==================== design 1
**Design 1: metal 3**

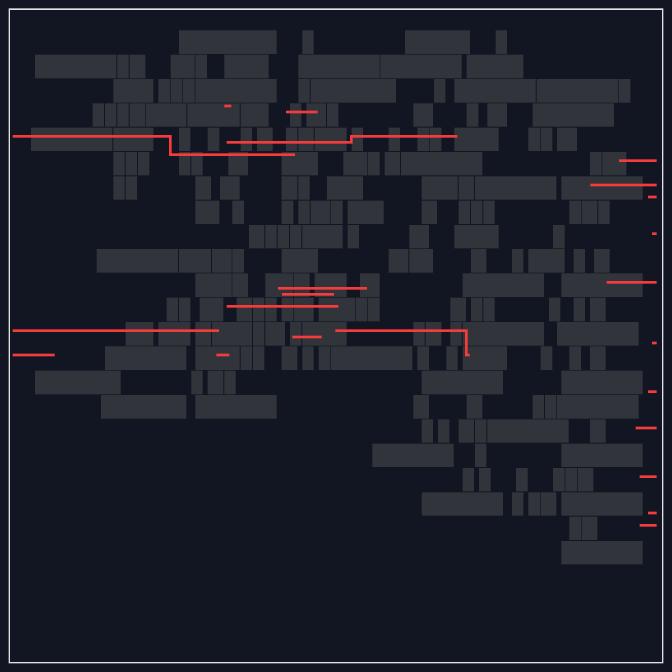

--- config.mk ---
export PLATFORM = sky130hd
export DESIGN_NAME = uart_rx
export DESIGN_NICKNAME = d
export VERILOG_FILES = /design/src/rtl/uart_rx.sv
export SDC_FILE = /design/constraint.sdc
export NUM_CORES = 1
export LEC_CHECK = 0
export ABC_AREA = 1
export CORE_MARGIN = 2
export CORE_UTILIZATION = 35
export DETAILED_ROUTE_END_ITERATION = 7
export DONT_BUFFER_PORTS = 1
export PLACE_DENSITY = 0.61
export REMOVE_ABC_BUFFERS = 1
export SYNTH_ARGS = -nofsm -noshare
export SYNTH_HDL_FRONTEND = slang
export SYNTH_SLANG_ARGS = --single-unit
--- constraint.sdc ---
create_clock -name i_clk -period 1.75 [get_ports i_clk]
set_input_delay 0.525 -clock i_clk [delete_from_list [all_inputs] [get_ports i_clk]]
set_output_delay 0.525 -clock i_clk [all_outputs]
set_load 0.005 [all_outputs]
--- src/rtl/uart_rx.sv ---
// UART receiver: 16x-oversampled, LSB-first deserialiser with a single
// holding register, ready/read-enable handshake and sticky error flags.
module uart_rx #(
    parameter int WIDTH_DATA = 8,
    parameter int NB_STOP    = 1
) (
    input  logic                  i_clk,
    input  logic                  i_rst,
    input  logic                  i_rx,
    input  logic                  i_tick,
    input  logic                  i_re,
    output logic [WIDTH_DATA-1:0] o_data,
    output logic                  o_rdy,
    output logic                  o_ferr,
    output logic                  o_ovr,
    output logic                  o_busy
);
    localparam int BW = (WIDTH_DATA > 2) ? $clog2(WIDTH_DATA) : 1;
    localparam logic [BW-1:0] LAST_DATA = BW'(WIDTH_DATA - 1);
    localparam logic [BW-1:0] LAST_STOP = BW'(NB_STOP - 1);

    typedef enum logic [1:0] {IDLE, START, DATA, STOP} state_t;

    state_t                state, state_n;
    logic                  rx_meta, rxs;
    logic [3:0]            tick_cnt, tick_n;
    logic [BW-1:0]         bit_cnt, bit_n;
    logic [WIDTH_DATA-1:0] shreg, shreg_n;
    logic                  frame_bad, frame_bad_n;
    logic                  stop_bad, done_good, done_bad;
    logic                  overrun, load;

    always_ff @(posedge i_clk or posedge i_rst) begin
        if (i_rst) begin
            rx_meta <= 1'b1;
            rxs     <= 1'b1;
        end else begin
            rx_meta <= i_rx;
            rxs     <= rx_meta;
        end
    end

    always_ff @(posedge i_clk or posedge i_rst) begin
        if (i_rst) begin
            state     <= IDLE;
            tick_cnt  <= '0;
            bit_cnt   <= '0;
            shreg     <= '0;
            frame_bad <= 1'b0;
        end else begin
            state     <= state_n;
            tick_cnt  <= tick_n;
            bit_cnt   <= bit_n;
            shreg     <= shreg_n;
            frame_bad <= frame_bad_n;
        end
    end

    always_comb begin
        state_n     = state;
        tick_n      = tick_cnt;
        bit_n       = bit_cnt;
        shreg_n     = shreg;
        frame_bad_n = frame_bad;
        done_good   = 1'b0;
        done_bad    = 1'b0;
        stop_bad    = frame_bad | ~rxs;
        case (state)
            IDLE: begin
                if (i_tick && !rxs) begin
                    state_n = START;
                    tick_n  = '0;
                end
            end
            START: begin
                if (i_tick) begin
                    if (tick_cnt == 4'd7) begin
                        if (!rxs) begin
                            state_n = DATA;
                            tick_n  = '0;
                            bit_n   = '0;
                        end else begin
                            state_n = IDLE;
                        end
                    end else begin
                        tick_n = tick_cnt + 4'd1;
                    end
                end
            end
            DATA: begin
                if (i_tick) begin
                    tick_n = tick_cnt + 4'd1;
                    if (tick_cnt == 4'd15) begin
                        shreg_n = {rxs, shreg[WIDTH_DATA-1:1]};
                        if (bit_cnt == LAST_DATA) begin
                            state_n     = STOP;
                            tick_n      = '0;
                            bit_n       = '0;
                            frame_bad_n = 1'b0;
                        end else begin
                            bit_n = bit_cnt + 1'b1;
                        end
                    end
                end
            end
            STOP: begin
                // Leave at mid stop bit so a start edge right after it is not missed.
                if (i_tick) begin
                    tick_n = tick_cnt + 4'd1;
                    if (tick_cnt == 4'd15) begin
                        if (bit_cnt == LAST_STOP) begin
                            state_n   = IDLE;
                            done_good = ~stop_bad;
                            done_bad  = stop_bad;
                        end else begin
                            bit_n       = bit_cnt + 1'b1;
                            frame_bad_n = stop_bad;
                        end
                    end
                end
            end
            default: state_n = IDLE;
        endcase
    end

    assign overrun = done_good & o_rdy & ~i_re;
    assign load    = done_good & ~overrun;
    assign o_busy  = (state != IDLE);

    // Flag set beats the read-enable clear; a load beats the o_rdy clear.
    always_ff @(posedge i_clk or posedge i_rst) begin
        if (i_rst) begin
            o_data <= '0;
            o_rdy  <= 1'b0;
            o_ferr <= 1'b0;
            o_ovr  <= 1'b0;
        end else begin
            if (load) begin
                o_data <= shreg;
                o_rdy  <= 1'b1;
            end else if (i_re) begin
                o_rdy <= 1'b0;
            end
            if (done_bad)  o_ferr <= 1'b1;
            else if (i_re) o_ferr <= 1'b0;
            if (overrun)   o_ovr  <= 1'b1;
            else if (i_re) o_ovr  <= 1'b0;
        end
    end
endmodule

==================== design 2
### config.mk
export PLATFORM = sky130hd
export DESIGN_NAME = shift_div_sched
export DESIGN_NICKNAME = d
export VERILOG_FILES = /design/src/rtl/shift_div_sched.sv
export SDC_FILE = /design/constraint.sdc
export NUM_CORES = 1
export LEC_CHECK = 0
export CORE_MARGIN = 2
export CORE_UTILIZATION = 42
export CTS_CLUSTER_DIAMETER = 50
export DETAILED_ROUTE_END_ITERATION = 10
export PLACE_DENSITY = 0.86
export SETUP_SLACK_MARGIN = 0.02
export SLEW_MARGIN = 40
export SYNTH_ARGS = -nofsm -noshare
export SYNTH_HDL_FRONTEND = slang
export SYNTH_SLANG_ARGS = --single-unit
### constraint.sdc
create_clock -name clk -period 3.2 [get_ports clk]
set_input_delay 0.64 -clock clk [delete_from_list [all_inputs] [get_ports clk]]
set_output_delay 0.64 -clock clk [all_outputs]
set_load 0.03 [all_outputs]
### src/rtl/shift_div_sched.sv
// Round-robin scheduler sharing one shift-divider datapath (result = dividend >> amount).
// Optional result self-check is compiled in when SHIFT_DIV_SELFCHECK_EN is defined.
module shift_div_sched #(
    parameter int unsigned NUM_REQ = 4,
    parameter int unsigned IDX_W   = 2
) (
    input  logic                 clk,
    input  logic                 rst,
    input  logic [NUM_REQ-1:0]   req_valid,
    output logic [NUM_REQ-1:0]   req_ready,
    input  logic [NUM_REQ*8-1:0] req_dividend,
    input  logic [NUM_REQ*3-1:0] req_divisor,
    output logic [7:0]           div_dividend,
    output logic [2:0]           div_divisor,
    input  logic [7:0]           div_result,
    output logic                 rsp_valid,
    input  logic                 rsp_ready,
    output logic [7:0]           rsp_data,
    output logic [IDX_W-1:0]     rsp_id,
    output logic                 busy,
    output logic                 err_sticky
);

    typedef enum logic [1:0] {StIdle, StIssue, StResp} state_e;

    state_e           state_q, state_d;
    logic [IDX_W-1:0] rr_ptr_q, rr_ptr_d;
    logic [IDX_W-1:0] id_q, id_d;
    logic [7:0]       dvd_q, dvd_d;
    logic [2:0]       amt_q, amt_d;
    logic             rsp_valid_q, rsp_valid_d;
    logic [7:0]       rsp_data_q, rsp_data_d;
    logic [IDX_W-1:0] rsp_id_q, rsp_id_d;

    logic             gnt_found;
    logic [IDX_W-1:0] gnt_idx;
    int unsigned      cand;

    // First pending requester at or after rr_ptr, wrapping modulo NUM_REQ.
    always_comb begin
        gnt_found = 1'b0;
        gnt_idx   = '0;
        cand      = 0;
        for (int unsigned k = 0; k < NUM_REQ; k++) begin
            cand = (32'(rr_ptr_q) + k) % NUM_REQ;
            if (!gnt_found && req_valid[cand]) begin
                gnt_found = 1'b1;
                gnt_idx   = IDX_W'(cand);
            end
        end
    end

    // Gated by rst so the grant vanishes the moment reset is asserted.
    always_comb begin
        req_ready = '0;
        if (state_q == StIdle && gnt_found && !rst) begin
            req_ready[gnt_idx] = 1'b1;
        end
    end

    always_comb begin
        state_d     = state_q;
        rr_ptr_d    = rr_ptr_q;
        id_d        = id_q;
        dvd_d       = dvd_q;
        amt_d       = amt_q;
        rsp_valid_d = rsp_valid_q;
        rsp_data_d  = rsp_data_q;
        rsp_id_d    = rsp_id_q;
        unique case (state_q)
            StIdle: begin
                if (gnt_found) begin
                    dvd_d   = req_dividend[8*gnt_idx +: 8];
                    amt_d   = req_divisor[3*gnt_idx +: 3];
                    id_d    = gnt_idx;
                    state_d = StIssue;
                end
            end
            StIssue: begin
                rsp_data_d  = div_result;
                rsp_id_d    = id_q;
                rsp_valid_d = 1'b1;
                state_d     = StResp;
            end
            StResp: begin
                if (rsp_ready) begin
                    rsp_valid_d = 1'b0;
                    rr_ptr_d    = (id_q == IDX_W'(NUM_REQ - 1)) ? '0 : id_q + 1'b1;
                    state_d     = StIdle;
                end
            end
            default: state_d = StIdle;
        endcase
    end

    always_ff @(posedge clk or posedge rst) begin
        if (rst) begin
            state_q     <= StIdle;
            rr_ptr_q    <= '0;
            id_q        <= '0;
            dvd_q       <= '0;
            amt_q       <= '0;
            rsp_valid_q <= 1'b0;
            rsp_data_q  <= '0;
            rsp_id_q    <= '0;
        end else begin
            state_q     <= state_d;
            rr_ptr_q    <= rr_ptr_d;
            id_q        <= id_d;
            dvd_q       <= dvd_d;
            amt_q       <= amt_d;
            rsp_valid_q <= rsp_valid_d;
            rsp_data_q  <= rsp_data_d;
            rsp_id_q    <= rsp_id_d;
        end
    end

    assign div_dividend = dvd_q;
    assign div_divisor  = amt_q;
    assign rsp_valid    = rsp_valid_q;
    assign rsp_data     = rsp_data_q;
    assign rsp_id       = rsp_id_q;
    assign busy         = (state_q != StIdle);

`ifdef SHIFT_DIV_SELFCHECK_EN
    logic err_q, err_d;

    // Reference quotient is built from the operand registers, not from the requesters.
    always_comb begin
        err_d = err_q;
        if (state_q == StIssue && div_result != (dvd_q >> amt_q)) begin
            err_d = 1'b1;
        end
    end

    always_ff @(posedge clk or posedge rst) begin
        if (rst) begin
            err_q <= 1'b0;
        end else begin
            err_q <= err_d;
        end
    end

    assign err_sticky = err_q;
`else
    assign err_sticky = 1'b0;
`endif

endmodule

==================== design 3
==> src/rtl/spi_pkg.sv <==
// Shared types and constants for the SPI master transmit path.
// Word width, counter width and reset target live here.
package spi_pkg;

  localparam int SPI_WORD_W        = 32;
  localparam int SPI_CNT_W         = 16;
  localparam int QUAD_SYM_PER_WORD = 8;
  localparam int STD_SYM_PER_WORD  = 32;
  localparam logic [SPI_CNT_W-1:0] SPI_CNT_RST_TRGT = 16'd8;

  typedef enum logic [1:0] {
    IDLE      = 2'd0,
    TRANSMIT  = 2'd1,
    WAIT_FIFO = 2'd2
  } spi_state_e;

endpackage

==> src/rtl/spi_master_tx.sv <==
// SPI master transmit datapath: pops 32-bit FIFO words and
// shifts them MSB-first onto sdo0 (standard) or sdo3..sdo0 (quad).
module spi_master_tx
  import spi_pkg::*;
#(
  parameter int DATA_W = SPI_WORD_W,
  parameter int CNT_W  = SPI_CNT_W
) (
  input  logic              clk,
  input  logic              rstn,
  input  logic              en,
  input  logic              tx_edge,
  output logic              tx_done,
  output logic              sdo0,
  output logic              sdo1,
  output logic              sdo2,
  output logic              sdo3,
  input  logic              en_quad_in,
  input  logic [CNT_W-1:0]  counter_in,
  input  logic              counter_in_upd,
  input  logic [DATA_W-1:0] data,
  input  logic              data_valid,
  output logic              data_ready,
  output logic              clk_en_o
);

  spi_state_e        r_state;
  spi_state_e        w_nxt;
  logic [CNT_W-1:0]  r_counter;
  logic [CNT_W-1:0]  r_trgt;
  logic [DATA_W-1:0] r_sr;

  logic w_done;
  logic w_word_end;
  logic w_load;
  logic w_shift;
  logic w_cnt_clr;

  assign w_word_end = en_quad_in ? (r_counter[2:0] == 3'd7)
                                 : (r_counter[4:0] == 5'd31);

  assign w_done = (r_state == TRANSMIT) && tx_edge &&
                  (r_counter == r_trgt - 1'b1);

  assign tx_done = w_done;

  assign sdo0 = en_quad_in ? r_sr[DATA_W-4] : r_sr[DATA_W-1];
  assign sdo1 = en_quad_in & r_sr[DATA_W-3];
  assign sdo2 = en_quad_in & r_sr[DATA_W-2];
  assign sdo3 = en_quad_in & r_sr[DATA_W-1];

  always_comb begin
    w_nxt      = r_state;
    data_ready = 1'b0;
    clk_en_o   = 1'b0;
    w_load     = 1'b0;
    w_shift    = 1'b0;
    w_cnt_clr  = 1'b0;
    unique case (r_state)
      IDLE: begin
        if (en && data_valid && (r_trgt != '0)) begin
          data_ready = 1'b1;
          w_load     = 1'b1;
          w_cnt_clr  = 1'b1;
          w_nxt      = TRANSMIT;
        end
      end
      TRANSMIT: begin
        clk_en_o = 1'b1;
        if (tx_edge) begin
          w_shift = 1'b1;
          // final edge wins: never fetch a word we will not send
          if (w_done) begin
            w_cnt_clr = 1'b1;
            w_nxt     = IDLE;
          end else if (w_word_end) begin
            if (data_valid) begin
              data_ready = 1'b1;
              w_load     = 1'b1;
            end else begin
              clk_en_o = 1'b0;
              w_nxt    = WAIT_FIFO;
            end
          end
        end
      end
      WAIT_FIFO: begin
        if (data_valid) begin
          data_ready = 1'b1;
          w_load     = 1'b1;
          w_nxt      = TRANSMIT;
        end
      end
      default: w_nxt = IDLE;
    endcase
  end

  always_ff @(posedge clk or negedge rstn) begin
    if (!rstn) begin
      r_state   <= IDLE;
      r_counter <= '0;
      r_trgt    <= SPI_CNT_RST_TRGT;
      r_sr      <= '0;
    end else begin
      r_state <= w_nxt;
      if (w_cnt_clr)
        r_counter <= '0;
      else if (w_shift)
        r_counter <= r_counter + 1'b1;
      if (counter_in_upd)
        r_trgt <= en_quad_in ? {2'b00, counter_in[CNT_W-1:2]}
                             : counter_in;
      if (w_load)
        r_sr <= data;
      else if (w_shift)
        r_sr <= en_quad_in ? {r_sr[DATA_W-5:0], 4'b0000}
                           : {r_sr[DATA_W-2:0], 1'b0};
    end
  end

endmodule

==> config.mk <==
export PLATFORM = sky130hd
export DESIGN_NAME = spi_master_tx
export DESIGN_NICKNAME = d
export VERILOG_FILES = /design/src/rtl/spi_pkg.sv /design/src/rtl/spi_master_tx.sv
export SDC_FILE = /design/constraint.sdc
export NUM_CORES = 1
export LEC_CHECK = 0
export ABC_CLOCK_PERIOD_IN_PS = 2790
export CAP_MARGIN = 20
export CORE_ASPECT_RATIO = 0.7
export CORE_MARGIN = 2
export CORE_UTILIZATION = 52
export CTS_BUF_LIST = sky130_fd_sc_hd__clkbuf_8
export DETAILED_ROUTE_END_ITERATION = 7
export PLACE_DENSITY = 0.77
export RECOVER_POWER = 100
export REMOVE_ABC_BUFFERS = 1
export SLEW_MARGIN = 20
export SYNTH_ARGS = -nofsm -noshare
export SYNTH_HDL_FRONTEND = slang
export SYNTH_SLANG_ARGS = --single-unit
==> constraint.sdc <==
create_clock -name clk -period 2.79 [get_ports clk]
set_input_delay 0.279 -clock clk [delete_from_list [all_inputs] [get_ports clk]]
set_output_delay 0.279 -clock clk [all_outputs]
set_load 0.005 [all_outputs]
**Design 2: signal wires on met2**

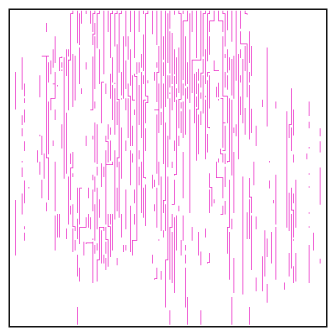
main direction = vertical
longest straight run = 34.2 µm
share of all routed wire = 50%
met2 Usage GRT: 37.0%
Routed Wire Length: 4750 µm
Via Count: 1664

==> notes.md, design 2 <==
flow finished, numbers: run status=completed, most frequent cells in the layout=clkdlybuf4s50_1 (81), dfrtp_1 (28), buf_4 (17), nor2_1 (15), clk_skew=0.00276 ns, Area growth syn-to-layout=61.6%, cts-stage hold buffer count=0, asr flop ratio synth=100%, die extent in x=65.9 µm, Synth warnings=0, post-DP HPWL=3610 µm, adder share=0.778%, yosys stat chip area=between 0.0015 and 0.002 mm², Lkg Pwr=about 0.0011 µW, CTS Buffer Depth=2, R2R Path Start=rr_ptr_q[1], Port Buffers=85, CP max stage delay=0.48 ns, top-count cell post-synth=dfrtp_1, ranking of synthesized cells by area=dfrtp_1 (44%), mux2_2 (7.7%), a22oi_1 (5.6%), and3_1 (5.1%), a21oi_1 (4.4%), Setup Viol. Count Final=0
## design 2: metal layers
metal	GRT usage (%)	vias to the layer above	share of wire, %
met5	0	-	0
met4	8.33	0	1.5
met3	3.58	6	7.2
met2	37.0	75	50
met1	27.4	785	41
li1	-	798	-
## design 2: report_power, final
part / switching, µW / internal, µW / total (µW) / leakage [µW]
clock: 99.7 / 110 / 210 / 0.0000288
combinational: 773 / 661 / 1430 / 0.000782
sequential: 138 / 536 / 674 / 0.000327
total: 1010 / 1310 / 2320 / 0.00114
## design 2: registers in the layout (all words and copies together) (netlist names)
| register | cells |
|---|---|
| div_dividend | 8 |
| div_divisor | 3 |
| id_q | 2 |
| rr_ptr_q | 2 |
| rsp_data | 8 |
| rsp_id | 2 |
| rsp_valid | 1 |
| state_q | 2 |
## design 2: timing repair
action | CTS | global route
setup endpoints to repair | 0 | 2
setup buffers | 0 | 0
resized | 0 | 2
## design 2: worst max path at each step
stage                     slack [ns]           end  cells after the start
after CTS                       0.04  req_ready[1]                      6
final                           0.40  req_ready[1]                      6
after global routing            0.28  req_ready[2]                      7
after global placement          0.11  req_ready[1]                      6
after floorplan                 0.49  req_ready[2]                      6
after detailed placement        0.03  req_ready[1]                      6
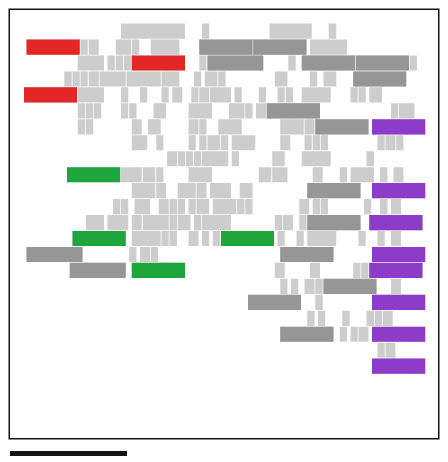
**Above:** design 1 (where the registers sit).
Bar = 20 µm. Other sequential cells in the stronger grey, the rest of the logic in the fainter grey.
purple -> o_data  # sequential cells 8
green -> tick_cnt  # sequential cells 4
red -> bit_cnt  # sequential cells 3
not coloured = 16
Final Core Density: 39.8%
sequential cell power: 942 µW
fraction of area in registers: 42.0%

About 'metal 3' of design 1:
nets with wire on the layer = 18
main direction = horizontal
wire length on this layer = 163 µm
share of all routed wire = 5.4%
longest straight run = 22.8 µm
Via Count: 1257
GR Util met3: 3.73%
Routed Wire Length: 3050 µm

==> notes.md, design 1 <==
flow finished, numbers: Rows=25, Avg Synthesized Cell Area=8.58 µm², H-tree depth=2, CTS buffer count=5, GP Congestion=0.775, yosys stat chip area=0.00166 mm², layout cell share with drive strength beyond 1=approximately 22%, Pwr Density=about 1300 mW/mm², DR iter-0 viols=86, DP Cell Count=248, Tcrit/Tclk final=between 90 and 100%, Comb power frac=32.2%, CP endpoint kind=primary output, run status=completed, comb area leader=simple AND/OR/NAND/NOR gates, met2 routed WL=1380 µm
==> design 1: repair_timing <==
item                                    CTS  global route
hold buffers                              0             0
endpoints found under the setup margin    0             5
setup buffers                             0             0
resized                                   0             2
==> design 1: final timing paths <==
check                                  from           to  slack [ns]  cells past startpoint
worst min-delay path                  i_rst  tick_cnt[3]        0.14                      1
min in group i_clk                     i_rx      rx_meta        0.23                      0
worst max register to register  tick_cnt[1]    o_data[7]        0.20                      7
worst max-delay path               state[0]       o_busy        0.07                      2
worst min register to register      rx_meta          rxs        0.36                      0
max in group asynchronous             i_rst     shreg[3]        1.14                      2
==> design 1: layout make-up <==
| class | count | area [µm²] |
|---|---|---|
| clock buffer | 6 | 82.6 |
| fill | 455 | 2810 |
| multi-input combinational | 139 | 767 |
| clock inverter | 2 | 35.0 |
| inverter | 20 | 80.1 |
| tap | 54 | 67.6 |
| timing repair buffer | 4 | 42.5 |
| sequential | 31 | 779 |
==> design 1: flip-flops by register name, summed over array words and instances (netlist names), named ones only <==
register	flops
rxs	1
o_ferr	1
shreg	8
tick_cnt	4
o_rdy	1
state	1
o_ovr	1
frame_bad	1
o_data	8
bit_cnt	3
rx_meta	1
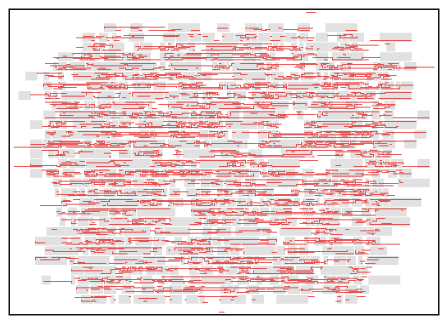
**Above:** design 3 (the metal 1 layer).
wire length on this layer = 6280 µm
longest straight run = 28.1 µm
nets with wire on the layer = 669
GR Util met1: 37.3%
Routed Wire Length: 14000 µm

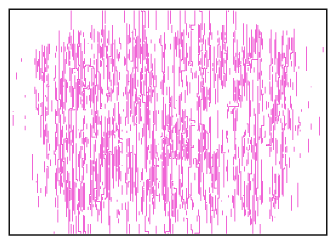
**Above:** design 3 (signal wires on met2).
longest straight run = 39.3 µm
main direction = vertical
nets with wire on the layer = 640
share of all routed wire = 47%
wire length on this layer = 6540 µm
met2 Usage GRT: 45.6%
Via Count: 4856

==> notes.md, design 3 <==
flow finished, numbers: run status=finished with violations, failing checks=capacitance limit, slew limit, setup timing, Top-area cell share=33.2%, setup ws final=-0.218 ns, GR Util met3=5.11%, layout cell share with drive strength beyond 1=19.1%, Worst Hold Depth=3, comb area leader=simple AND/OR/NAND/NOR gates, CP endpoint kind=primary output, clock buf count=13, clk_skew=0.00708 ns, # Max-Cap Violations=1, Setup Viol. Count Final=34, max reg flops=32, CTS Buffer Depth=2, yosys stat chip area=roughly 0.0049 mm², Final Slew Violations=28
==> design 3: Yosys cell counts (4+ instances only) <==
| cell | n |
|---|---|
| o211ai_1 | 8 |
| and3_1 | 5 |
| nor3b_1 | 5 |
| inv_1 | 11 |
| nand3b_1 | 4 |
| nor2_1 | 54 |
| buf_2 | 4 |
| a21oi_1 | 81 |
| clkbuf_1 | 38 |
| o21ai_0 | 13 |
| mux2i_1 | 48 |
| nor3_1 | 52 |
| ha_1 | 4 |
| xor2_1 | 18 |
| dfrtp_1 | 65 |
| buf_6 | 5 |
| o211ai_2 | 23 |
| nand2_1 | 43 |
| and2_1 | 4 |
| nand3_1 | 17 |
| xnor2_1 | 13 |
| or4_1 | 31 |
==> design 3: stage by stage <==
step | cells | utilization, % | TNS (ns)
final | 806 | 68.8 | -4.42
after global routing | 806 | 68.8 | -7.76
after CTS | 801 | 68.4 | -5.31
after detailed placement | 779 | 65.1 | -10.85
after global placement | 779 | 65.1 | -6.19
after floorplan | 532 | - | -147.76
==> design 3: report_power, final <==
part	internal [µW]	switching, µW	leakage [µW]
clock network	505	375	0.000118
logic	871	927	0.00178
registers	1240	272	0.000840
total	2620	1570	0.00274

==> gallery <==
Routing congestion map.
(a)
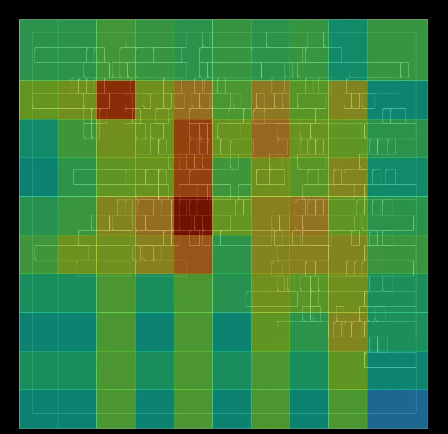
(b)
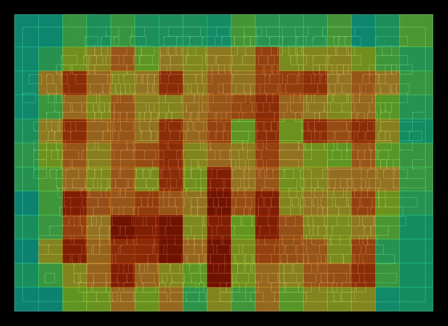
(c)
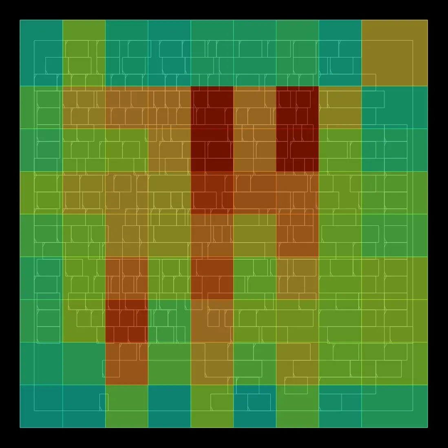
| from | picture |
|---|---|
| design 1 | (a) |
| design 3 | (b) |
| design 2 | (c) |
The one with the lowest track usage is (a).
The one with the least wire per cell is (a).


Power is estimated from default activity; no workload was simulated.
